# uart_rx_framer

Figure 1. Drive-strength map (uart_rx_framer).
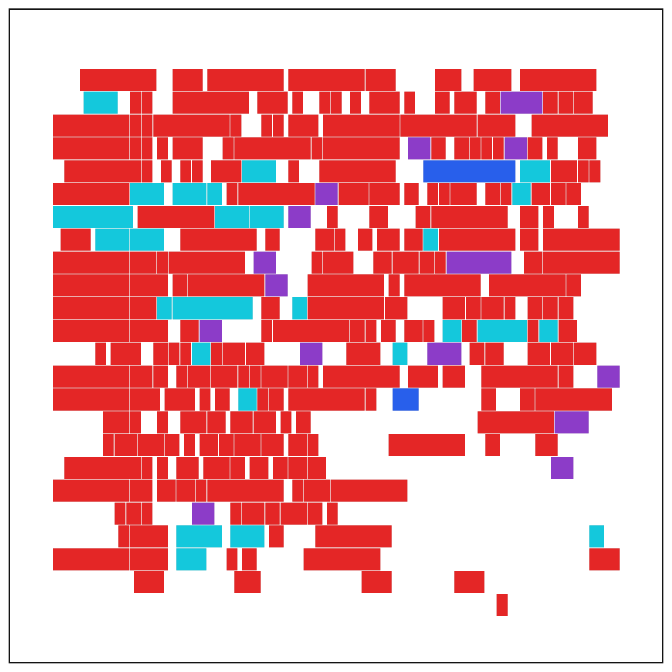

$ cat config.mk
export PLATFORM = sky130hd
export DESIGN_NAME = uart_rx_framer
export DESIGN_NICKNAME = d
export VERILOG_FILES = /design/src/rtl/uart_rx_framer.sv
export SDC_FILE = /design/constraint.sdc
export NUM_CORES = 1
export LEC_CHECK = 0
export CAP_MARGIN = 20
export CORE_MARGIN = 5
export CORE_UTILIZATION = 58
export CTS_BUF_LIST = sky130_fd_sc_hd__clkbuf_2
export DETAILED_ROUTE_END_ITERATION = 10
export PLACE_DENSITY = 0.88
export SYNTH_ARGS = -nofsm -noshare
export SYNTH_HDL_FRONTEND = slang
export SYNTH_SLANG_ARGS = --single-unit
export TNS_END_PERCENT = 50
$ cat constraint.sdc
create_clock -name clk -period 3.2 [get_ports clk]
set_clock_uncertainty 0.2 [all_clocks]
set_input_delay 0.64 -clock clk [delete_from_list [all_inputs] [get_ports clk]]
set_output_delay 0.64 -clock clk [all_outputs]
set_load 0.01 [all_outputs]
$ cat src/rtl/uart_rx_framer.sv
// UART receiver framer (8N1, or 8E1 when UART_RX_PARITY_EN is defined) with a traffic/link indicator.
// Strobes are registered one clock after the stop-bit sample; there is no backpressure and each strobe lasts one clock.
module uart_rx_framer #(
  parameter int CLKRATE     = 1_789_773,
  parameter int BAUDRATE    = 9600,
  parameter int LINK_CYCLES = 65536
) (
  input  logic       clk,
  input  logic       rst_n,
  input  logic       rx,
  output logic [7:0] data,
  output logic       valid,
  output logic       frame_err,
  output logic       parity_err,
  output logic       link
);

  localparam int BIT  = CLKRATE / BAUDRATE;
  localparam int HALF = BIT / 2;
  localparam int CW   = (BIT > 1) ? $clog2(BIT) : 1;
  localparam int LW   = $clog2(LINK_CYCLES + 1);
  localparam logic [CW-1:0] BIT_M1    = CW'(BIT - 1);
  localparam logic [CW-1:0] HALF_M1   = CW'(HALF - 1);
  localparam logic [LW-1:0] LINK_LOAD = LW'(LINK_CYCLES);

  typedef enum logic [2:0] {
    S_IDLE,
    S_START,
    S_DATA,
`ifdef UART_RX_PARITY_EN
    S_PARITY,
`endif
    S_STOP,
    S_WAIT_IDLE
  } state_t;

  state_t          r_state, w_state_nxt;
  logic            r_rx_meta, r_rx_s;
  logic [CW-1:0]   r_cnt, w_cnt_nxt;
  logic [2:0]      r_bitn, w_bitn_nxt;
  logic [7:0]      r_shift, w_shift_nxt;
  logic [7:0]      r_data;
  logic            r_valid, w_valid_nxt;
  logic            r_ferr, w_ferr_nxt;
  logic [LW-1:0]   r_link_cnt;
  logic            w_cnt_zero;
`ifdef UART_RX_PARITY_EN
  logic            r_par_bad, w_par_bad_nxt;
  logic            r_perr, w_perr_nxt;
`endif

  assign w_cnt_zero = (r_cnt == '0);

  always_comb begin
    w_state_nxt = r_state;
    w_cnt_nxt   = r_cnt;
    w_bitn_nxt  = r_bitn;
    w_shift_nxt = r_shift;
    w_valid_nxt = 1'b0;
    w_ferr_nxt  = 1'b0;
`ifdef UART_RX_PARITY_EN
    w_par_bad_nxt = r_par_bad;
    w_perr_nxt    = 1'b0;
`endif
    case (r_state)
      S_IDLE: begin
        if (!r_rx_s) begin
          w_state_nxt = S_START;
          w_cnt_nxt   = HALF_M1;
        end
      end
      S_START: begin
        if (!w_cnt_zero) begin
          w_cnt_nxt = r_cnt - CW'(1);
        end else if (!r_rx_s) begin
          w_state_nxt = S_DATA;
          w_cnt_nxt   = BIT_M1;
          w_bitn_nxt  = 3'd0;
        end else begin
          w_state_nxt = S_IDLE;
        end
      end
      S_DATA: begin
        if (!w_cnt_zero) begin
          w_cnt_nxt = r_cnt - CW'(1);
        end else begin
          // LSB arrives first, so shift right and insert at the MSB
          w_shift_nxt = {r_rx_s, r_shift[7:1]};
          w_cnt_nxt   = BIT_M1;
          w_bitn_nxt  = r_bitn + 3'd1;
          if (r_bitn == 3'd7) begin
`ifdef UART_RX_PARITY_EN
            w_state_nxt = S_PARITY;
`else
            w_state_nxt = S_STOP;
`endif
          end
        end
      end
`ifdef UART_RX_PARITY_EN
      S_PARITY: begin
        if (!w_cnt_zero) begin
          w_cnt_nxt = r_cnt - CW'(1);
        end else begin
          w_par_bad_nxt = (r_rx_s != ^r_shift);
          w_cnt_nxt     = BIT_M1;
          w_state_nxt   = S_STOP;
        end
      end
`endif
      S_STOP: begin
        if (!w_cnt_zero) begin
          w_cnt_nxt = r_cnt - CW'(1);
        end else if (!r_rx_s) begin
          w_ferr_nxt  = 1'b1;
          w_state_nxt = S_WAIT_IDLE;
`ifdef UART_RX_PARITY_EN
        end else if (r_par_bad) begin
          w_perr_nxt  = 1'b1;
          w_state_nxt = S_IDLE;
`endif
        end else begin
          w_valid_nxt = 1'b1;
          w_state_nxt = S_IDLE;
        end
      end
      S_WAIT_IDLE: begin
        if (r_rx_s) w_state_nxt = S_IDLE;
      end
      default: w_state_nxt = S_IDLE;
    endcase
  end

  always_ff @(posedge clk or negedge rst_n) begin
    if (!rst_n) begin
      r_rx_meta  <= 1'b1;
      r_rx_s     <= 1'b1;
      r_state    <= S_IDLE;
      r_cnt      <= '0;
      r_bitn     <= 3'd0;
      r_shift    <= 8'h00;
      r_data     <= 8'h00;
      r_valid    <= 1'b0;
      r_ferr     <= 1'b0;
      r_link_cnt <= '0;
`ifdef UART_RX_PARITY_EN
      r_par_bad  <= 1'b0;
      r_perr     <= 1'b0;
`endif
    end else begin
      r_rx_meta  <= rx;
      r_rx_s     <= r_rx_meta;
      r_state    <= w_state_nxt;
      r_cnt      <= w_cnt_nxt;
      r_bitn     <= w_bitn_nxt;
      r_shift    <= w_shift_nxt;
      r_valid    <= w_valid_nxt;
      r_ferr     <= w_ferr_nxt;
`ifdef UART_RX_PARITY_EN
      r_par_bad  <= w_par_bad_nxt;
      r_perr     <= w_perr_nxt;
`endif
      if (w_valid_nxt) r_data <= r_shift;
      // link rises together with valid and counts down from there
      if (w_valid_nxt)            r_link_cnt <= LINK_LOAD;
      else if (r_link_cnt != '0)  r_link_cnt <= r_link_cnt - LW'(1);
    end
  end

  assign data      = r_data;
  assign valid     = r_valid;
  assign frame_err = r_ferr;
  assign link      = (r_link_cnt != '0);
`ifdef UART_RX_PARITY_EN
  assign parity_err = r_perr;
`else
  assign parity_err = 1'b0;
`endif

endmodule

# tick_scheduler

### src/rtl/tick_scheduler.sv
// Multi-channel periodic event scheduler: a CE prescaler paces per-channel period
// counters, and a round-robin arbiter serialises expired channels onto one event port.
module tick_scheduler #(
  parameter int PRESCALE = 8,
  parameter int N_CH     = 4,
  parameter int PER_W    = 8,
  localparam int CH_W    = $clog2(N_CH),
  localparam int PS_W    = $clog2(PRESCALE)
) (
  input  logic               CLK,
  input  logic               RST_N,
  input  logic               CFG_VALID,
  output logic               CFG_READY,
  input  logic [CH_W-1:0]    CFG_CH,
  input  logic [PER_W-1:0]   CFG_PERIOD,
  input  logic               CFG_EN,
  output logic               EVT_VALID,
  input  logic               EVT_READY,
  output logic [CH_W-1:0]    EVT_CH,
  output logic [N_CH-1:0]    OVF,
  output logic               TICK,
  output logic               DBG_STATE
);

  // Both ports transfer on a cycle where valid & ready are high; once EVT_VALID
  // rises, EVT_VALID and EVT_CH hold until that transfer, and CFG_READY is
  // allowed to depend combinationally on CFG_CH.

  localparam logic [PS_W-1:0] PS_LAST = PS_W'(PRESCALE - 1);

  typedef enum logic {S_IDLE = 1'b0, S_OFFER = 1'b1} state_t;

  logic [PS_W-1:0]  psc_q;
  logic             tick_q;
  logic             cfg_rdy_q;
  logic [N_CH-1:0]  en_q;
  logic [N_CH-1:0]  pend_q;
  logic [N_CH-1:0]  ovf_q;
  logic [PER_W-1:0] period_q [N_CH];
  logic [PER_W-1:0] count_q  [N_CH];

  state_t           state_q;
  state_t           state_d;
  logic             evt_valid;
  logic [CH_W-1:0]  evt_ch_q;
  logic [CH_W-1:0]  last_q;

  logic             cfg_acc;
  logic             hs;
  logic [N_CH-1:0]  cfg_sel;
  logic [N_CH-1:0]  hs_sel;
  logic [N_CH-1:0]  fire;
  logic [N_CH-1:0]  pick_pend;
  logic [CH_W-1:0]  pick;
  logic             pick_found;

  // Prescaler: TICK is registered, so it follows the terminal count by one clock.
  always_ff @(posedge CLK or negedge RST_N) begin
    if (!RST_N) begin
      psc_q  <= '0;
      tick_q <= 1'b0;
    end else begin
      tick_q <= (psc_q == PS_LAST);
      psc_q  <= (psc_q == PS_LAST) ? '0 : psc_q + PS_W'(1);
    end
  end

  assign CFG_READY = cfg_rdy_q & ~(evt_valid & (CFG_CH == evt_ch_q));
  assign cfg_acc   = CFG_VALID & CFG_READY;
  assign hs        = evt_valid & EVT_READY;

  always_comb begin
    cfg_sel = '0;
    hs_sel  = '0;
    fire    = '0;
    for (int i = 0; i < N_CH; i++) begin
      cfg_sel[i] = cfg_acc && (CFG_CH == CH_W'(i));
      hs_sel[i]  = hs && (evt_ch_q == CH_W'(i));
      fire[i]    = tick_q && en_q[i] && (count_q[i] == period_q[i]);
    end
  end

  always_ff @(posedge CLK or negedge RST_N) begin
    if (!RST_N) begin
      cfg_rdy_q <= 1'b0;
      en_q      <= '0;
      pend_q    <= '0;
      ovf_q     <= '0;
      for (int i = 0; i < N_CH; i++) begin
        period_q[i] <= '0;
        count_q[i]  <= '0;
      end
    end else begin
      cfg_rdy_q <= ~cfg_acc;
      for (int i = 0; i < N_CH; i++) begin
        if (cfg_sel[i]) begin
          // A config write wins over a fire landing in the same cycle.
          en_q[i]     <= CFG_EN;
          period_q[i] <= CFG_PERIOD;
          count_q[i]  <= '0;
          pend_q[i]   <= 1'b0;
          ovf_q[i]    <= 1'b0;
        end else begin
          if (tick_q && en_q[i])
            count_q[i] <= fire[i] ? '0 : count_q[i] + PER_W'(1);
          if (fire[i]) begin
            pend_q[i] <= 1'b1;
            if (pend_q[i] && !hs_sel[i])
              ovf_q[i] <= 1'b1;
          end else if (hs_sel[i]) begin
            pend_q[i] <= 1'b0;
          end
        end
      end
    end
  end

  // Round robin: first pending channel strictly after the last grant.
  assign pick_pend = pend_q & ~cfg_sel;

  always_comb begin
    int idx;
    idx        = 0;
    pick       = '0;
    pick_found = 1'b0;
    for (int k = 1; k <= N_CH; k++) begin
      idx = (int'(last_q) + k) % N_CH;
      if (!pick_found && pick_pend[idx[CH_W-1:0]]) begin
        pick       = idx[CH_W-1:0];
        pick_found = 1'b1;
      end
    end
  end

  always_ff @(posedge CLK or negedge RST_N) begin
    if (!RST_N) state_q <= S_IDLE;
    else        state_q <= state_d;
  end

  always_comb begin
    state_d = state_q;
    case (state_q)
      S_IDLE:  if (pick_found) state_d = S_OFFER;
      S_OFFER: if (EVT_READY)  state_d = S_IDLE;
      default: state_d = S_IDLE;
    endcase
  end

  always_comb begin
    evt_valid = (state_q == S_OFFER);
    DBG_STATE = (state_q == S_OFFER);
  end

  always_ff @(posedge CLK or negedge RST_N) begin
    if (!RST_N) begin
      evt_ch_q <= '0;
      last_q   <= CH_W'(N_CH - 1);
    end else begin
      if (state_q == S_IDLE && pick_found)
        evt_ch_q <= pick;
      if (hs)
        last_q <= evt_ch_q;
    end
  end

  assign EVT_VALID = evt_valid;
  assign EVT_CH    = evt_ch_q;
  assign OVF       = ovf_q;
  assign TICK      = tick_q;

endmodule

### config.mk
export PLATFORM = sky130hd
export DESIGN_NAME = tick_scheduler
export DESIGN_NICKNAME = d
export VERILOG_FILES = /design/src/rtl/tick_scheduler.sv
export SDC_FILE = /design/constraint.sdc
export NUM_CORES = 1
export LEC_CHECK = 0
export CORE_ASPECT_RATIO = 0.9
export CORE_MARGIN = 3
export CORE_UTILIZATION = 54
export DETAILED_ROUTE_END_ITERATION = 10
export GPL_TIMING_DRIVEN = 0
export PLACE_DENSITY = 0.76
export REMOVE_ABC_BUFFERS = 1
export SLEW_MARGIN = 20
export SYNTH_ARGS = -nofsm -noshare
export SYNTH_HDL_FRONTEND = slang
export SYNTH_SLANG_ARGS = --single-unit
### constraint.sdc
create_clock -name CLK -period 1.8 [get_ports CLK]
set_input_delay 0.36 -clock CLK [delete_from_list [all_inputs] [get_ports CLK]]
set_output_delay 0.36 -clock CLK [all_outputs]
set_load 0.05 [all_outputs]
Figure 2. Clock wiring as the flow saved it (tick_scheduler).
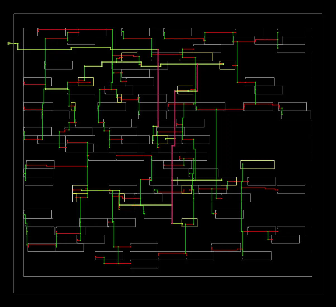
Final Skew: 18.3 ps
Sinks on Clock Net: 86
number of buffers created by CTS: 9

==> results.sh, tick_scheduler <==
# physical design summary
export IMPL_drive_above_1_share=0.345
export IMPL_failed_checks="negative setup slack"
export IMPL_layout_nets=553
export IMPL_place_hpwl_microns=6500
export IMPL_vias=3930
export IMPL_powerDensity_mw_per_mm2=1260
export IMPL_area_growth_syn_to_layout_pct=34.3
export IMPL_critPathCaptureType="flop"
export IMPL_dp_slack_ps=-1000
export IMPL_clock_buffers=12
export IMPL_synth_distinct_cells=44
export IMPL_ios=25
export IMPL_final_max_slew_viol_count=0
export IMPL_setup_slack_ps=-235
export IMPL_grt_pass1_wl_microns=18500
export IMPL_postCtsSetupRepairBufs=40
export IMPL_slowest_delay_ps=470
export IMPL_worst_pin_slew_ps=620
export IMPL_setup_viol=32
export IMPL_yosysWarnings=0
export IMPL_grt_pass1_vias=3727
export IMPL_grt_overflow_total=0
export IMPL_fin_total_pwr_mw=7.43
export IMPL_outcome="complete, but fails checks"
export IMPL_crit_path_start_kind="flop"
export IMPL_yosysMostFrequentCell="dfrtp_1"
## tick_scheduler: power groups by stage
stage	clock network, mW	registers [mW]	logic, mW
after detailed placement	0	3.16	1.83
after global placement	0	3.12	1.72
after global routing	1.59	3.23	2.96
after floorplan	0	3.15	1.26
after CTS	1.49	3.06	2.35
final	1.51	3.16	2.76
## tick_scheduler: routing by layer
metal	track usage	wire length, microns	up-vias
li1	-	-	1731
met3	0.0616	770	39
met4	0.0941	435	0
met1	0.336	5310	1982
met2	0.395	6310	178
met5	0	0	-
## tick_scheduler: logic make-up after synthesis
family                   after synthesis  share of synthesized area
AND/OR/NAND/NOR                      180                      0.210
flip-flops                            86                      0.489
AND-OR/OR-AND                         78                      0.102
XOR/XNOR                              34                     0.0676
multiplexers                          34                     0.0858
buffers and inverters                 28                     0.0284
adder cells (fa/ha/maj)                6                     0.0170
## tick_scheduler: state kept, by name (all words and copies together), names as in the netlist
name and cells:
count_q 32, period_q 32, OVF 4, en_q 4
pend_q 4, psc_q 3, EVT_CH 2, last_q 2
DBG_STATE 1, TICK 1, cfg_rdy_q 1
Figure 3. M1 wires (uart_rx_framer).
Supply wires on this layer in gray. Cells faint in the background.
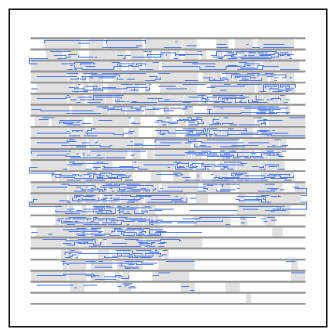
The layer carries 2390 microns of wire. The layer holds 44% of the routed length.
met1 Use GR: 0.255
via count: 2161
WL final: 5450 microns

## Picture notes: Figure 1
Key: x1 and smaller = red [cells 252]; x3 and x4 = purple [cells 15]; x6 and larger = blue [cells 2]; x2 = cyan [cells 26]
final worst setup slack: 137 ps
nonclk buf count: 24

==> results.sh, uart_rx_framer <==
# physical design summary
export IMPL_crit_path_start_kind="flop"
export IMPL_place_hpwl_microns=3850
export IMPL_pg_clk_mw=0.341
export IMPL_hold_depth=0
export IMPL_ys_flops=51
export IMPL_syn_area_per_cell_sq_um=9.59
export IMPL_swShare=0.221
export IMPL_routedLengthMet1_microns=2390
export IMPL_cts_hold_buffers=1
export IMPL_numClockSinks=51
export IMPL_clock_buffers=5
export IMPL_post_cts_resized=4
export IMPL_n_antenna_cell=0
export IMPL_aoi_share=0.165
export IMPL_mux_area_frac=0.0527
export IMPL_io_buffers=13
export IMPL_adder_share=0.0282
export IMPL_drive_above_1_share=0.146
export IMPL_dp_slack_ps=321
export IMPL_max_flop_register="r_link_cnt"
export IMPL_grt_overflow_total=0
export IMPL_ys_top_logic_family="simple AND/OR/NAND/NOR gates"
export IMPL_drtAntennaViolNets=0
export IMPL_maxCapViolCount=0
export IMPL_outcome="complete, no violations"
export IMPL_dr_wl_met2_microns=2790
export IMPL_grt_max_degree=29
export IMPL_layout_nets=303
export IMPL_comb_cells=198
export IMPL_top_usage_layer="met2"
export IMPL_yosysWarnings=0
export IMPL_fin_crit_ps=3060
export IMPL_warnings=28
export IMPL_setup_viol=0
export IMPL_drt_initial_drc_count=123
export IMPL_dr_wl_met3_microns=229
export IMPL_initCoreUtil=0.602
export IMPL_ctsRootBufferMaster="clkbuf_2"
export IMPL_min_period_over_period=0.957
export IMPL_fp_nets=286
export IMPL_crit_arrival_ps=2220
export IMPL_slowest_delay_ps=650
export IMPL_final_max_slew_viol_count=0
export IMPL_vias_per_cell=6.23
## uart_rx_framer: worst register-to-register path: cells and delay by family, from the launching register on
family	cells	cell delay, ps
flops	1	500
mux	1	260
compound gates	2	850
simple gates	1	520
## uart_rx_framer: metrics by stage
step | power [mW] | utilization | cell area (sq um) | TNS, ps
final | 1.01 | 0.668 | 2950 | 0
after global routing | 1.06 | 0.668 | 2950 | -11.0
after CTS | 1.02 | 0.665 | 2930 | 0
after detailed placement | 0.681 | 0.641 | 2830 | 0
after global placement | 0.680 | 0.641 | 2830 | 0
after floorplan | 0.664 | - | 2660 | 0
## uart_rx_framer: worst paths after layout
path	from	endpoint	slack (ps)
min in group asynchronous	rst_n	data[2]$_DFFE_PN0P_	520
worst max register to register	r_cnt[4]$_DFFE_PN0P_	r_cnt[1]$_DFFE_PN0P_	820
worst min register to register	r_rx_meta$_DFF_PN1_	r_rx_s$_DFF_PN1_	200
worst min-delay path	r_rx_meta$_DFF_PN1_	r_rx_s$_DFF_PN1_	200
max in group asynchronous	rst_n	r_rx_s$_DFF_PN1_	1590
worst max-delay path	r_link_cnt[8]$_DFFE_PN0P_	link	140

# monster_ctrl

Figure 4. Clock network drawn from the DEF (monster_ctrl).
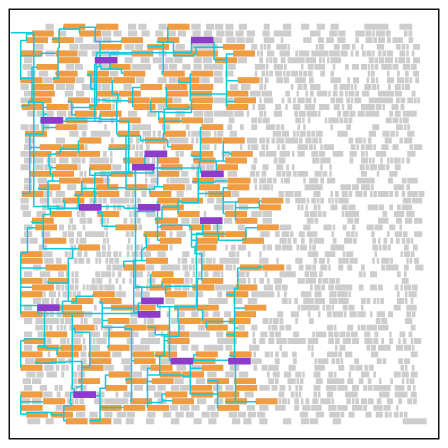

`src/rtl/fury_pkg.sv`:
```
// -----------------------------------------------------------------------------
// fury_pkg - shared definitions for the monster sprite layer.
//
// Contents:
//   COORD_W          coordinate width in pixels (10 bits)
//   DIR_*            direction encoding, shared with hero state
//   DEF_SCREEN_W/H   default visible area
//   DEF_SPR          default sprite edge
//   mon_state_e      monster scheduler FSM states
//   slot_res_t       result of one slot update
//   step_slot()      per-slot move / clamp / collision evaluation
// -----------------------------------------------------------------------------
package fury_pkg;

   localparam int COORD_W = 10;

   localparam logic [1:0] DIR_UP    = 2'd0;
   localparam logic [1:0] DIR_DOWN  = 2'd1;
   localparam logic [1:0] DIR_LEFT  = 2'd2;
   localparam logic [1:0] DIR_RIGHT = 2'd3;

   localparam int DEF_SCREEN_W = 640;
   localparam int DEF_SCREEN_H = 480;
   localparam int DEF_SPR      = 16;

   typedef enum logic [1:0] {
      ST_IDLE   = 2'd0,
      ST_UPDATE = 2'd1,
      ST_SPAWN  = 2'd2,
      ST_COMMIT = 2'd3
   } mon_state_e;

   typedef struct packed {
      logic [COORD_W-1:0] x;
      logic [COORD_W-1:0] y;
      logic [1:0]         dir;
      logic               frame;
      logic               moved;
      logic               hit;
   } slot_res_t;

   // One slot step toward the hero (or in force_dir when force_en), clamped to
   // [0,xmax] x [0,ymax]; the collision test uses the post-move position.
   // 12-bit signed intermediates leave headroom for x+step and negative x-step.
   function automatic slot_res_t step_slot(
      input logic [COORD_W-1:0] x,
      input logic [COORD_W-1:0] y,
      input logic [1:0]         dir,
      input logic               frame,
      input logic [COORD_W-1:0] hx,
      input logic [COORD_W-1:0] hy,
      input logic               force_en,
      input logic [1:0]         force_dir,
      input logic signed [11:0] step,
      input logic signed [11:0] xmax,
      input logic signed [11:0] ymax,
      input logic signed [11:0] spr
   );
      slot_res_t          r;
      logic signed [11:0] dx, dy, adx, ady, mv, nx, ny;
      r.x     = x;
      r.y     = y;
      r.dir   = dir;
      r.frame = frame;
      r.moved = 1'b0;
      r.hit   = 1'b0;
      nx  = $signed({2'b00, x});
      ny  = $signed({2'b00, y});
      dx  = $signed({2'b00, hx}) - nx;
      dy  = $signed({2'b00, hy}) - ny;
      adx = dx[11] ? -dx : dx;
      ady = dy[11] ? -dy : dy;
      if (force_en) begin
         r.moved = 1'b1;
         r.dir   = force_dir;
         case (force_dir)
            DIR_UP:   ny = ny - step;
            DIR_DOWN: ny = ny + step;
            DIR_LEFT: nx = nx - step;
            default:  nx = nx + step;
         endcase
      end else if (dx != 12'sd0 || dy != 12'sd0) begin
         r.moved = 1'b1;
         // Larger distance wins; a tie goes to the x axis.
         if (adx >= ady) begin
            mv = (adx < step) ? adx : step;
            if (dx[11]) begin
               nx    = nx - mv;
               r.dir = DIR_LEFT;
            end else begin
               nx    = nx + mv;
               r.dir = DIR_RIGHT;
            end
         end else begin
            mv = (ady < step) ? ady : step;
            if (dy[11]) begin
               ny    = ny - mv;
               r.dir = DIR_UP;
            end else begin
               ny    = ny + mv;
               r.dir = DIR_DOWN;
            end
         end
      end
      if (nx[11])          nx = 12'sd0;
      else if (nx > xmax)  nx = xmax;
      if (ny[11])          ny = 12'sd0;
      else if (ny > ymax)  ny = ymax;
      if (r.moved) r.frame = ~frame;
      r.x = nx[COORD_W-1:0];
      r.y = ny[COORD_W-1:0];
      dx  = $signed({2'b00, hx}) - nx;
      dy  = $signed({2'b00, hy}) - ny;
      adx = dx[11] ? -dx : dx;
      ady = dy[11] ? -dy : dy;
      r.hit = (adx < spr) && (ady < spr);
      return r;
   endfunction

endpackage

```
`src/rtl/mon_lfsr.sv`:
```
// -----------------------------------------------------------------------------
// mon_lfsr - free-running 8-bit Fibonacci LFSR, x^8+x^6+x^5+x^4+1.
//
// Ports:
//   clk    in   system clock
//   rst_n  in   asynchronous active-low reset, loads SEED
//   value  out  current LFSR state, advances every clock
// -----------------------------------------------------------------------------
module mon_lfsr #(
   parameter logic [7:0] SEED = 8'hA5
) (
   input  logic       clk,
   input  logic       rst_n,
   output logic [7:0] value
);

   always_ff @(posedge clk or negedge rst_n) begin
      if (!rst_n) value <= SEED;
      else        value <= {value[6:0], value[7] ^ value[5] ^ value[4] ^ value[3]};
   end

endmodule

```
`src/rtl/monster_ctrl.sv`:
```
// -----------------------------------------------------------------------------
// monster_ctrl - game-tick scheduler for the monster sprite layer.
//
// Each accepted tick walks all slots one per clock (UPDATE), runs one spawn
// attempt (SPAWN) and then publishes a consistent snapshot (COMMIT).
// Outputs change N_MON+2 clocks after the accepting tick edge.
//
// Ports:
//   clk, rst_n        clock, asynchronous active-low reset
//   tick              one-cycle game tick (synchronous)
//   game_en           ticks ignored while low
//   hero_x, hero_y    hero top-left position
//   mon_x, mon_y      packed 10-bit position per slot
//   mon_dir           packed 2-bit direction per slot
//   mon_frame         animation frame per slot
//   mon_active        slot visible
//   hit               one-cycle pulse with the snapshot if any collision occurred
//   hit_count         saturating collision counter
//   busy              scheduler not idle
//   overrun           sticky, a tick was dropped
//
// Build option: MONSTER_WANDER_EN - every 4th move of a slot takes a random
// direction from the LFSR instead of chasing the hero.
// -----------------------------------------------------------------------------
module monster_ctrl
   import fury_pkg::*;
#(
   parameter int N_MON        = 4,
   parameter int SCREEN_W     = DEF_SCREEN_W,
   parameter int SCREEN_H     = DEF_SCREEN_H,
   parameter int SPR          = DEF_SPR,
   parameter int STEP         = 2,
   parameter int SPAWN_PERIOD = 64
) (
   input  logic                       clk,
   input  logic                       rst_n,
   input  logic                       tick,
   input  logic                       game_en,
   input  logic [COORD_W-1:0]         hero_x,
   input  logic [COORD_W-1:0]         hero_y,
   output logic [COORD_W*N_MON-1:0]   mon_x,
   output logic [COORD_W*N_MON-1:0]   mon_y,
   output logic [2*N_MON-1:0]         mon_dir,
   output logic [N_MON-1:0]           mon_frame,
   output logic [N_MON-1:0]           mon_active,
   output logic                       hit,
   output logic [7:0]                 hit_count,
   output logic                       busy,
   output logic                       overrun
);

   localparam int IW = (N_MON > 1) ? $clog2(N_MON) : 1;
   localparam int CW = $clog2(SPAWN_PERIOD);

   localparam logic signed [11:0] STEP_S = 12'(STEP);
   localparam logic signed [11:0] XMAX_S = 12'(SCREEN_W - SPR);
   localparam logic signed [11:0] YMAX_S = 12'(SCREEN_H - SPR);
   localparam logic signed [11:0] SPR_S  = 12'(SPR);
   localparam logic [COORD_W-1:0] XMAX   = COORD_W'(SCREEN_W - SPR);
   localparam logic [COORD_W-1:0] YMAX   = COORD_W'(SCREEN_H - SPR);
   localparam logic [CW-1:0]      SP_LAST = CW'(SPAWN_PERIOD - 1);
   localparam logic [IW-1:0]      IDX_LAST = IW'(N_MON - 1);

   mon_state_e         state;
   logic [IW-1:0]      idx;
   logic               pending;
   logic [CW-1:0]      spawn_cnt;
   logic [7:0]         lfsr;

   // Working copy of every slot; only COMMIT makes it visible.
   logic [COORD_W-1:0] sh_x      [N_MON];
   logic [COORD_W-1:0] sh_y      [N_MON];
   logic [1:0]         sh_dir    [N_MON];
   logic               sh_frame  [N_MON];
   logic               sh_active [N_MON];
   logic               pass_hit;
   logic [7:0]         sh_hits;

   slot_res_t          res;
   logic               wander;
   logic [1:0]         wander_dir;
   logic               free_any;
   logic [IW-1:0]      free_idx;
   logic               spare_unused;

   mon_lfsr #(.SEED(8'hA5)) u_lfsr (
      .clk   (clk),
      .rst_n (rst_n),
      .value (lfsr)
   );

`ifdef MONSTER_WANDER_EN
   logic [1:0] move_cnt [N_MON];
   assign wander     = (move_cnt[idx] == 2'd3);
   assign wander_dir = lfsr[3:2];
`else
   assign wander     = 1'b0;
   assign wander_dir = 2'b00;
`endif

   // LFSR bits and result fields not consumed in every build configuration.
   assign spare_unused = ^{lfsr, res};

   assign busy = (state != ST_IDLE);

   always_comb begin
      res = step_slot(sh_x[idx], sh_y[idx], sh_dir[idx], sh_frame[idx],
                      hero_x, hero_y, wander, wander_dir,
                      STEP_S, XMAX_S, YMAX_S, SPR_S);
   end

   // Free slots are judged on the published flags, so a slot freed by a
   // collision in this pass is only refilled on a later pass.
   always_comb begin
      free_any = 1'b0;
      free_idx = '0;
      for (int i = N_MON - 1; i >= 0; i--) begin
         if (!mon_active[i]) begin
            free_any = 1'b1;
            free_idx = IW'(i);
         end
      end
   end

   // Control: sequencing, tick acceptance, pending / overrun
   always_ff @(posedge clk or negedge rst_n) begin
      if (!rst_n) begin
         state   <= ST_IDLE;
         idx     <= '0;
         pending <= 1'b0;
         overrun <= 1'b0;
      end else begin
         if (!game_en) begin
            pending <= 1'b0;
         end else if (tick && state != ST_IDLE) begin
            if (pending) overrun <= 1'b1;
            else         pending <= 1'b1;
         end
         case (state)
            ST_IDLE: begin
               if (tick && game_en) begin
                  state <= ST_UPDATE;
                  idx   <= '0;
               end
            end
            ST_UPDATE: begin
               if (idx == IDX_LAST) state <= ST_SPAWN;
               else                 idx   <= idx + 1'b1;
            end
            ST_SPAWN: state <= ST_COMMIT;
            ST_COMMIT: begin
               // A tick landing exactly in COMMIT starts the next pass directly.
               if (game_en && (pending || tick)) begin
                  state   <= ST_UPDATE;
                  idx     <= '0;
                  pending <= 1'b0;
               end else begin
                  state   <= ST_IDLE;
               end
            end
            default: state <= ST_IDLE;
         endcase
      end
   end

   // Datapath: slot update, spawn, snapshot
   always_ff @(posedge clk or negedge rst_n) begin
      if (!rst_n) begin
         for (int i = 0; i < N_MON; i++) begin
            sh_x[i]      <= '0;
            sh_y[i]      <= '0;
            sh_dir[i]    <= DIR_UP;
            sh_frame[i]  <= 1'b0;
            sh_active[i] <= 1'b0;
`ifdef MONSTER_WANDER_EN
            move_cnt[i]  <= 2'd0;
`endif
         end
         pass_hit   <= 1'b0;
         sh_hits    <= 8'd0;
         spawn_cnt  <= '0;
         mon_x      <= '0;
         mon_y      <= '0;
         mon_dir    <= '0;
         mon_frame  <= '0;
         mon_active <= '0;
         hit        <= 1'b0;
         hit_count  <= 8'd0;
      end else begin
         hit <= 1'b0;
         case (state)
            ST_UPDATE: begin
               if (sh_active[idx]) begin
                  sh_x[idx]     <= res.x;
                  sh_y[idx]     <= res.y;
                  sh_dir[idx]   <= res.dir;
                  sh_frame[idx] <= res.frame;
`ifdef MONSTER_WANDER_EN
                  if (res.moved) move_cnt[idx] <= move_cnt[idx] + 2'd1;
`endif
                  if (res.hit) begin
                     sh_active[idx] <= 1'b0;
                     pass_hit       <= 1'b1;
                     if (sh_hits != 8'hFF) sh_hits <= sh_hits + 8'd1;
                  end
               end
            end
            ST_SPAWN: begin
               // With no free slot the counter parks at its last value so the
               // spawn retries on every later pass.
               if (spawn_cnt == SP_LAST) begin
                  if (free_any) begin
                     sh_active[free_idx] <= 1'b1;
                     sh_x[free_idx]      <= lfsr[0] ? XMAX : '0;
                     sh_y[free_idx]      <= lfsr[1] ? YMAX : '0;
                     sh_dir[free_idx]    <= DIR_DOWN;
                     sh_frame[free_idx]  <= 1'b0;
                     spawn_cnt           <= '0;
                  end
               end else begin
                  spawn_cnt <= spawn_cnt + 1'b1;
               end
            end
            ST_COMMIT: begin
               for (int i = 0; i < N_MON; i++) begin
                  mon_x[COORD_W*i +: COORD_W] <= sh_x[i];
                  mon_y[COORD_W*i +: COORD_W] <= sh_y[i];
                  mon_dir[2*i +: 2]           <= sh_dir[i];
                  mon_frame[i]                <= sh_frame[i];
                  mon_active[i]               <= sh_active[i];
               end
               hit       <= pass_hit;
               hit_count <= sh_hits;
               pass_hit  <= 1'b0;
            end
            default: ;
         endcase
      end
   end

endmodule

```
`config.mk`:
```
export PLATFORM = sky130hd
export DESIGN_NAME = monster_ctrl
export DESIGN_NICKNAME = d
export VERILOG_FILES = /design/src/rtl/fury_pkg.sv /design/src/rtl/mon_lfsr.sv /design/src/rtl/monster_ctrl.sv
export SDC_FILE = /design/constraint.sdc
export NUM_CORES = 1
export LEC_CHECK = 0
export ABC_CLOCK_PERIOD_IN_PS = 15000
export CORE_MARGIN = 4
export CORE_UTILIZATION = 55
export CTS_CLUSTER_DIAMETER = 50
export CTS_CLUSTER_SIZE = 24
export DETAILED_ROUTE_END_ITERATION = 10
export GPL_TIMING_DRIVEN = 0
export PLACE_DENSITY_LB_ADDON = 0.05
export SLEW_MARGIN = 20
export SYNTH_ARGS = -nofsm -noshare
export SYNTH_HDL_FRONTEND = slang
export SYNTH_SLANG_ARGS = --single-unit
```
`constraint.sdc`:
```
create_clock -name clk -period 15 [get_ports clk]
set_clock_uncertainty 0.2 [all_clocks]
set_input_delay 3 -clock clk [delete_from_list [all_inputs] [get_ports clk]]
set_output_delay 3 -clock clk [all_outputs]
set_load 0.1 [all_outputs]
```
# sram_port_arbiter

[config.mk]
export PLATFORM = sky130hd
export DESIGN_NAME = sram_port_arbiter
export DESIGN_NICKNAME = d
export VERILOG_FILES = /design/src/rtl/sram_arb_pkg.sv /design/src/rtl/sram_rr_grant2.sv /design/src/rtl/sram_port_arbiter.sv
export SDC_FILE = /design/constraint.sdc
export NUM_CORES = 1
export LEC_CHECK = 0
export CAP_MARGIN = 10
export CORE_UTILIZATION = 29
export CTS_BUF_LIST = sky130_fd_sc_hd__clkbuf_4
export CTS_CLUSTER_SIZE = 16
export DETAILED_ROUTE_END_ITERATION = 8
export GPL_TIMING_DRIVEN = 1
export PLACE_DENSITY = 0.78
export SYNTH_ARGS = -nofsm -noshare
export SYNTH_HDL_FRONTEND = slang
export SYNTH_SLANG_ARGS = --single-unit
[constraint.sdc]
create_clock -name clock -period 3.1 [get_ports clock]
set_input_delay 0.62 -clock clock [delete_from_list [all_inputs] [get_ports clock]]
set_output_delay 0.62 -clock clock [all_outputs]
set_load 0.1 [all_outputs]
[src/rtl/sram_arb_pkg.sv]
// Shared types for the SRAM port arbiter: request struct, arbiter states, grant encoding.
// The request struct is width-generic through SRAM_ARB_REQ_T; sram_req_t is the default-width instance.
`define SRAM_ARB_REQ_T(AW, DW) struct packed { \
  logic                write; \
  logic [(AW)-1:0]     addr; \
  logic [(DW)/8-1:0]   wmask; \
  logic [(DW)-1:0]     wdata; \
}

package sram_arb_pkg;

  localparam int ARB_ADDR_W_DFLT = 12;
  localparam int ARB_DATA_W_DFLT = 32;

  typedef `SRAM_ARB_REQ_T(ARB_ADDR_W_DFLT, ARB_DATA_W_DFLT) sram_req_t;

  typedef enum logic {
    ARB_INIT = 1'b0,
    ARB_RUN  = 1'b1
  } arb_state_e;

  // Grant / pointer encoding shared by all round-robin users
  localparam logic GNT_A = 1'b0;
  localparam logic GNT_B = 1'b1;

endpackage

[src/rtl/sram_rr_grant2.sv]
// Two-way round-robin grant: the pointer names the side that wins a contended cycle.
module sram_rr_grant2
  import sram_arb_pkg::*;
(
  input  logic clock,
  input  logic reset_n,
  input  logic enable,
  input  logic req_a,
  input  logic req_b,
  output logic gnt_a,
  output logic gnt_b,
  output logic gnt_any,
  output logic gnt_sel
);

  logic ptr_r;
  logic contended_s;

  // Grant decode for the current cycle
  always_comb begin
    gnt_a       = 1'b0;
    gnt_b       = 1'b0;
    contended_s = enable & req_a & req_b;
    if (!enable) begin
      gnt_a = 1'b0;
      gnt_b = 1'b0;
    end else if (req_a && req_b) begin
      gnt_a = (ptr_r == GNT_A);
      gnt_b = (ptr_r == GNT_B);
    end else begin
      gnt_a = req_a;
      gnt_b = req_b;
    end
    gnt_any = gnt_a | gnt_b;
    gnt_sel = gnt_b ? GNT_B : GNT_A;
  end

  // Pointer hands priority to the loser after contention only
  always_ff @(posedge clock or negedge reset_n) begin
    if (!reset_n) begin
      ptr_r <= GNT_A;
    end else if (contended_s) begin
      ptr_r <= ~ptr_r;
    end else begin
      ptr_r <= ptr_r;
    end
  end

endmodule

[src/rtl/sram_port_arbiter.sv]
// Shares one single-port byte-masked SRAM macro between requesters A and B (round-robin).
// Build option SRAM_ZERO_INIT_EN: zero the whole macro after reset before accepting requests.
module sram_port_arbiter
  import sram_arb_pkg::*;
#(
  parameter  int ADDR_W = 12,
  parameter  int DATA_W = 32,
  localparam int MASK_W = DATA_W / 8
) (
  input  logic              clock,
  input  logic              reset_n,
  input  logic              a_req_valid,
  output logic              a_req_ready,
  input  logic              a_req_write,
  input  logic [ADDR_W-1:0] a_req_addr,
  input  logic [MASK_W-1:0] a_req_wmask,
  input  logic [DATA_W-1:0] a_req_wdata,
  output logic              a_rsp_valid,
  output logic [DATA_W-1:0] a_rsp_rdata,
  input  logic              b_req_valid,
  output logic              b_req_ready,
  input  logic              b_req_write,
  input  logic [ADDR_W-1:0] b_req_addr,
  input  logic [MASK_W-1:0] b_req_wmask,
  input  logic [DATA_W-1:0] b_req_wdata,
  output logic              b_rsp_valid,
  output logic [DATA_W-1:0] b_rsp_rdata,
  output logic              sram_en,
  output logic              sram_wmode,
  output logic [ADDR_W-1:0] sram_addr,
  output logic [MASK_W-1:0] sram_wmask,
  output logic [DATA_W-1:0] sram_wdata,
  input  logic [DATA_W-1:0] sram_rdata,
  output logic              init_done
);

  typedef `SRAM_ARB_REQ_T(ADDR_W, DATA_W) req_t;
  localparam int REQ_W = $bits(req_t);

  req_t a_req_s, b_req_s, mux_s, hold_r;
  logic gnt_a_s, gnt_b_s, gnt_any_s, gnt_sel_s;
  logic a_rsp_valid_r, b_rsp_valid_r;

  assign a_req_s = '{write: a_req_write, addr: a_req_addr, wmask: a_req_wmask, wdata: a_req_wdata};
  assign b_req_s = '{write: b_req_write, addr: b_req_addr, wmask: b_req_wmask, wdata: b_req_wdata};

  sram_rr_grant2 u_grant (
    .clock   (clock),
    .reset_n (reset_n),
    .enable  (init_done),
    .req_a   (a_req_valid),
    .req_b   (b_req_valid),
    .gnt_a   (gnt_a_s),
    .gnt_b   (gnt_b_s),
    .gnt_any (gnt_any_s),
    .gnt_sel (gnt_sel_s)
  );

`ifdef SRAM_ZERO_INIT_EN
  arb_state_e      state_r, state_nxt_s;
  logic [ADDR_W:0] cnt_r, cnt_nxt_s;

  // Fill state and counter registers
  always_ff @(posedge clock or negedge reset_n) begin
    if (!reset_n) begin
      state_r <= ARB_INIT;
      cnt_r   <= {(ADDR_W+1){1'b0}};
    end else begin
      state_r <= state_nxt_s;
      cnt_r   <= cnt_nxt_s;
    end
  end

  // One write per cycle; the extra counter bit flags the pass over the last address
  always_comb begin
    state_nxt_s = state_r;
    cnt_nxt_s   = cnt_r;
    case (state_r)
      ARB_INIT: begin
        cnt_nxt_s = cnt_r + {{ADDR_W{1'b0}}, 1'b1};
        if (cnt_nxt_s[ADDR_W]) begin
          state_nxt_s = ARB_RUN;
        end else begin
          state_nxt_s = ARB_INIT;
        end
      end
      ARB_RUN: begin
        state_nxt_s = ARB_RUN;
        cnt_nxt_s   = cnt_r;
      end
      default: begin
        state_nxt_s = ARB_INIT;
        cnt_nxt_s   = {(ADDR_W+1){1'b0}};
      end
    endcase
  end

  assign init_done = (state_r == ARB_RUN);
`else
  assign init_done = 1'b1;
`endif

  // Macro command: fill pattern, granted request, or the previous command held
  always_comb begin
    mux_s   = hold_r;
    sram_en = 1'b0;
`ifdef SRAM_ZERO_INIT_EN
    if (state_r == ARB_INIT) begin
      mux_s   = '{write: 1'b1, addr: cnt_r[ADDR_W-1:0], wmask: {MASK_W{1'b1}}, wdata: {DATA_W{1'b0}}};
      sram_en = 1'b1;
    end else
`endif
    if (gnt_any_s) begin
      mux_s       = (gnt_sel_s == GNT_B) ? b_req_s : a_req_s;
      mux_s.wmask = mux_s.write ? mux_s.wmask : {MASK_W{1'b0}};
      sram_en     = 1'b1;
    end else begin
      mux_s   = hold_r;
      sram_en = 1'b0;
    end
  end

  // Last issued command, so idle cycles do not toggle the macro inputs
  always_ff @(posedge clock or negedge reset_n) begin
    if (!reset_n) begin
      hold_r <= {REQ_W{1'b0}};
    end else begin
      hold_r <= mux_s;
    end
  end

  // Read response strobes, one cycle after the read handshake
  always_ff @(posedge clock or negedge reset_n) begin
    if (!reset_n) begin
      a_rsp_valid_r <= 1'b0;
      b_rsp_valid_r <= 1'b0;
    end else begin
      a_rsp_valid_r <= a_req_valid & gnt_a_s & ~a_req_write;
      b_rsp_valid_r <= b_req_valid & gnt_b_s & ~b_req_write;
    end
  end

  assign a_req_ready = gnt_a_s;
  assign b_req_ready = gnt_b_s;
  assign a_rsp_valid = a_rsp_valid_r;
  assign b_rsp_valid = b_rsp_valid_r;
  assign a_rsp_rdata = sram_rdata;
  assign b_rsp_rdata = sram_rdata;

  assign sram_wmode = mux_s.write;
  assign sram_addr  = mux_s.addr;
  assign sram_wmask = mux_s.wmask;
  assign sram_wdata = mux_s.wdata;

endmodule

Figure 5. M1 wires (sram_port_arbiter).
Supply wires on this layer in gray. Cells faint in the background.
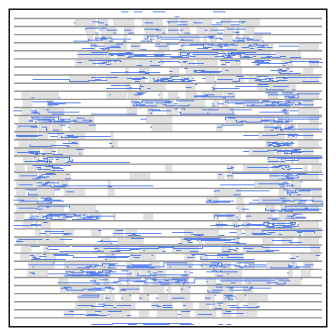
428 nets have wire on it. The layer holds 39% of the routed length. The longest straight run is 43.2 microns. The layer carries 3560 microns of wire. The wires run mostly horizontal.
WL final: 9070 microns
via count: 2702
met1 Use GR: 0.186

==> results.sh, sram_port_arbiter <==
# physical design summary
export IMPL_outcome="complete, no violations"
export IMPL_ff_count=52
export IMPL_hp_class="primary input to async pin"
export IMPL_yosysSeqAreaShare=0.413
export IMPL_synthArstFlopShare=1.00
export IMPL_nonClkBufAreaFrac=0.426
export IMPL_die_area_sq_mm=0.0113
export IMPL_layout_nets=557
export IMPL_adder_share=0
export IMPL_comb_share=0.270
export IMPL_clk_latency_ps=350
export IMPL_drt_initial_drc_count=111
export IMPL_ctsRootBufferMaster="clkbuf_4"
export IMPL_simple_gate_area_frac=0.128
[sram_port_arbiter: routing by layer]
metal  part of all wire  wire (microns)  global-route usage  vias to the layer above
met5                  0               0                   0                        -
met1               0.39            3560               0.186                     1313
met2               0.51            4650               0.295                      101
li1                   -               -                   -                     1256
met4              0.027             246              0.0655                        0
met3              0.067             607              0.0405                       32
[sram_port_arbiter: worst max-delay path, cell delays in order (launching register included)]
cell and delay, ps:
dfrtp_1 450, nand2_2 380, buf_12 240, o22ai_1 90, nor2_1 270, buf_12 220
[sram_port_arbiter: cell families (layout without fill, tap and decap cells)]
| logic type | after synthesis | in the layout |
|---|---|---|
| buffers and inverters | 87 | 173 |
| AOI/OAI and AO/OA | 50 | 50 |
| other | 1 | 1 |
| and+or+nand+nor | 101 | 101 |
| xor gates and xnor gates | 1 | 1 |
| DFF | 52 | 52 |
| muxes | 45 | 45 |
[sram_port_arbiter: cell usage in the layout, fill, tap and decap left out, types with 2 or more instances in the layout]
cell type	n
clkdlybuf4s50_1	98
buf_12	53
dfrtp_1	52
nor2_1	51
mux2_2	45
o22ai_1	45
nor2_2	40
buf_4	10
and3_1	5
clkbuf_4	5
a221o_1	4
buf_2	3
clkinv_1	2
Figure 6. Drive-strength map (monster_ctrl).
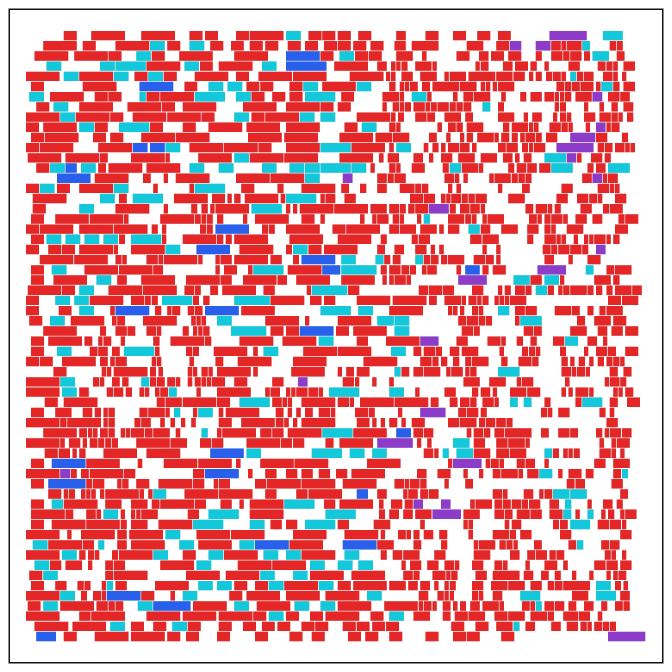
Key: x2 = cyan [cells 189]; x6 and larger = blue [cells 26]; x3 and x4 = purple [cells 24]; x1 and smaller = red [cells 1430]
nonclk buf count: 202
Area growth syn-to-layout: 16.1%
final worst setup slack: 669 ps
final instance area: 0.0176 sq mm

Notes on Figure 4 above:
Key: clock wires = cyan [length 2510 microns]; flip-flops = orange [count 230]; clock-net drivers = purple [count 15]
There are 16 routed clock nets.
clock latency on the worst-skew pair: 490 ps

==> results.sh, monster_ctrl <==
# physical design summary
export IMPL_ff_type="dfrtp_1"
export IMPL_mux_area_frac=0.125
export IMPL_fin_crit_ps=14330
export IMPL_gp_congestion=0.930
export IMPL_clock_fmax_mhz=69.8
export IMPL_ios=131
export IMPL_wire_per_inst_microns=22.1
export IMPL_hp_class="flop to flop"
export IMPL_post_route_drc_count=0
export IMPL_min_period_over_period=0.955
export IMPL_nonClkBufAreaFrac=0.0964
export IMPL_use_met1=0.399
export IMPL_dr_wl_met2_microns=21100
export IMPL_crit_arrival_ps=14530
export IMPL_clk_pin_slew_ps=90
export IMPL_sh_seq_area=0.327
export IMPL_endpoint="sh_hits[3]$_DFFE_PN0P_"
export IMPL_rr_startpoint="idx[0]$_DFFE_PN0P_"
export IMPL_hold_start="u_lfsr.value[6]$_DFF_PN0_"
export IMPL_critPathCaptureType="flop"
export IMPL_synthArstFlopShare=1.00
export IMPL_post_dp_cell_area_sq_mm=0.0170
export IMPL_outcome="complete, no violations"
[monster_ctrl: synthesized netlist by cell type (all sizes together), types with 11 or more instances]
cell	instances
a31oi	15
a211o	13
o21a	15
mux4	24
nand2	109
and3	16
inv	72
nor2b	20
clkbuf	45
nor2	95
or3	14
nor3	29
nand3	31
buf	18
a22o	26
dfrtp	226
mux2i	12
o21ai	72
or2	11
xor2	30
a211oi	15
o211ai	17
mux2	109
a32o	23
ha	85
a21oi	86
a221o	15
nand4	13
a21o	32
and2	20
xnor2	48
nor4	12
[monster_ctrl: stage by stage]
stage	setup slack [ps]	util
floorplan	2090	-
global placement	-1070	0.626
detailed placement	-1170	0.628
CTS	37.2	0.647
global route	-8.09	0.652
finish	669	0.652
[monster_ctrl: worst reg2reg max path, delay by kind of cell (launching register included)]
| family | cells | cell delay (ps) |
|---|---|---|
| multiplexers | 1 | 680 |
| AND-OR/OR-AND | 19 | 4240 |
| XOR/XNOR | 4 | 800 |
| AND/OR/NAND/NOR | 13 | 2240 |
| buffers and inverters | 11 | 3340 |
| flip-flops | 1 | 380 |
| adder cells (fa/ha/maj) | 6 | 1770 |

==> notes/layouts.md <==
Pictures saved along the way, in no particular order.

Placement by cell class.
panel A
The bar under the picture is 50 microns long.
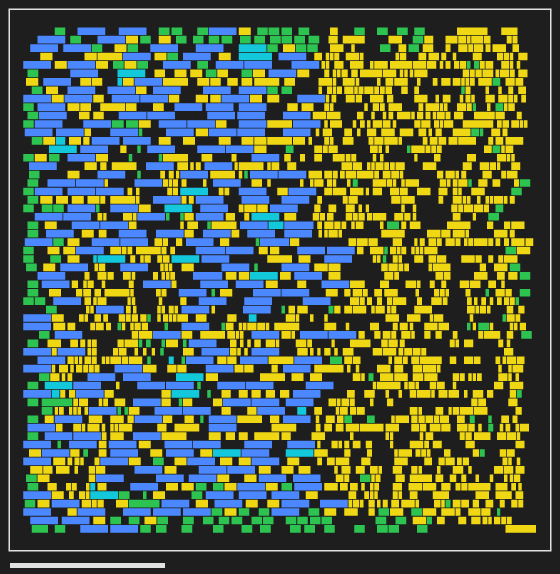
panel B
The bar under the picture is 20 microns long.
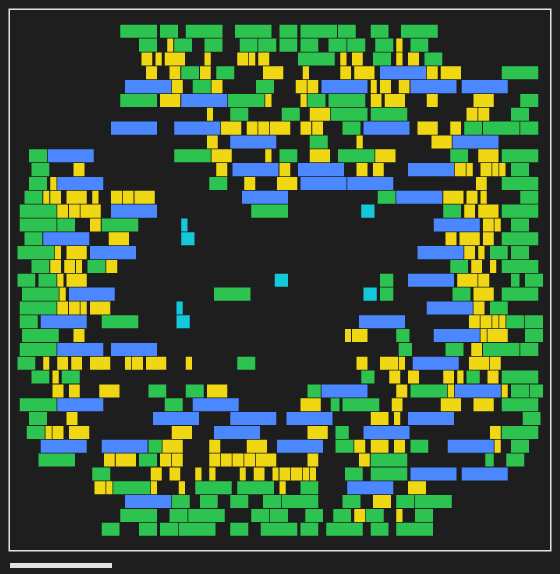
panel B -> sram_port_arbiter
panel A -> monster_ctrl
The one with the largest die is panel A.
The one with the most sequential cells is panel A.



==> screenshots <==
Clock wiring as the flow saved it.
shot_01.png
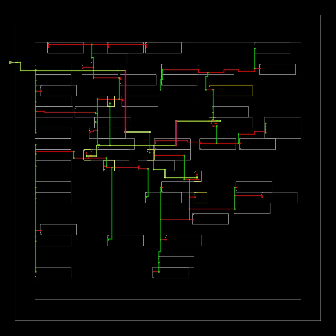
shot_02.png
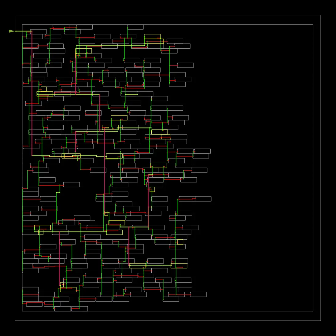
shot_03.png
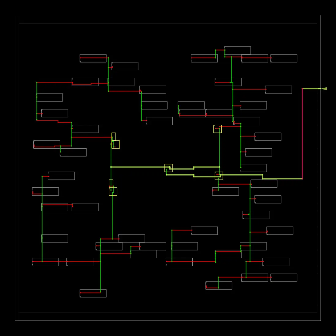
shot_03.png is sram_port_arbiter.
shot_02.png is monster_ctrl.
shot_01.png is uart_rx_framer.
The one with the most sequential cells is shot_02.png.
The one with the most clock buffers is shot_02.png.

Power figures rest on the tool's default switching activity, not on a simulated workload.
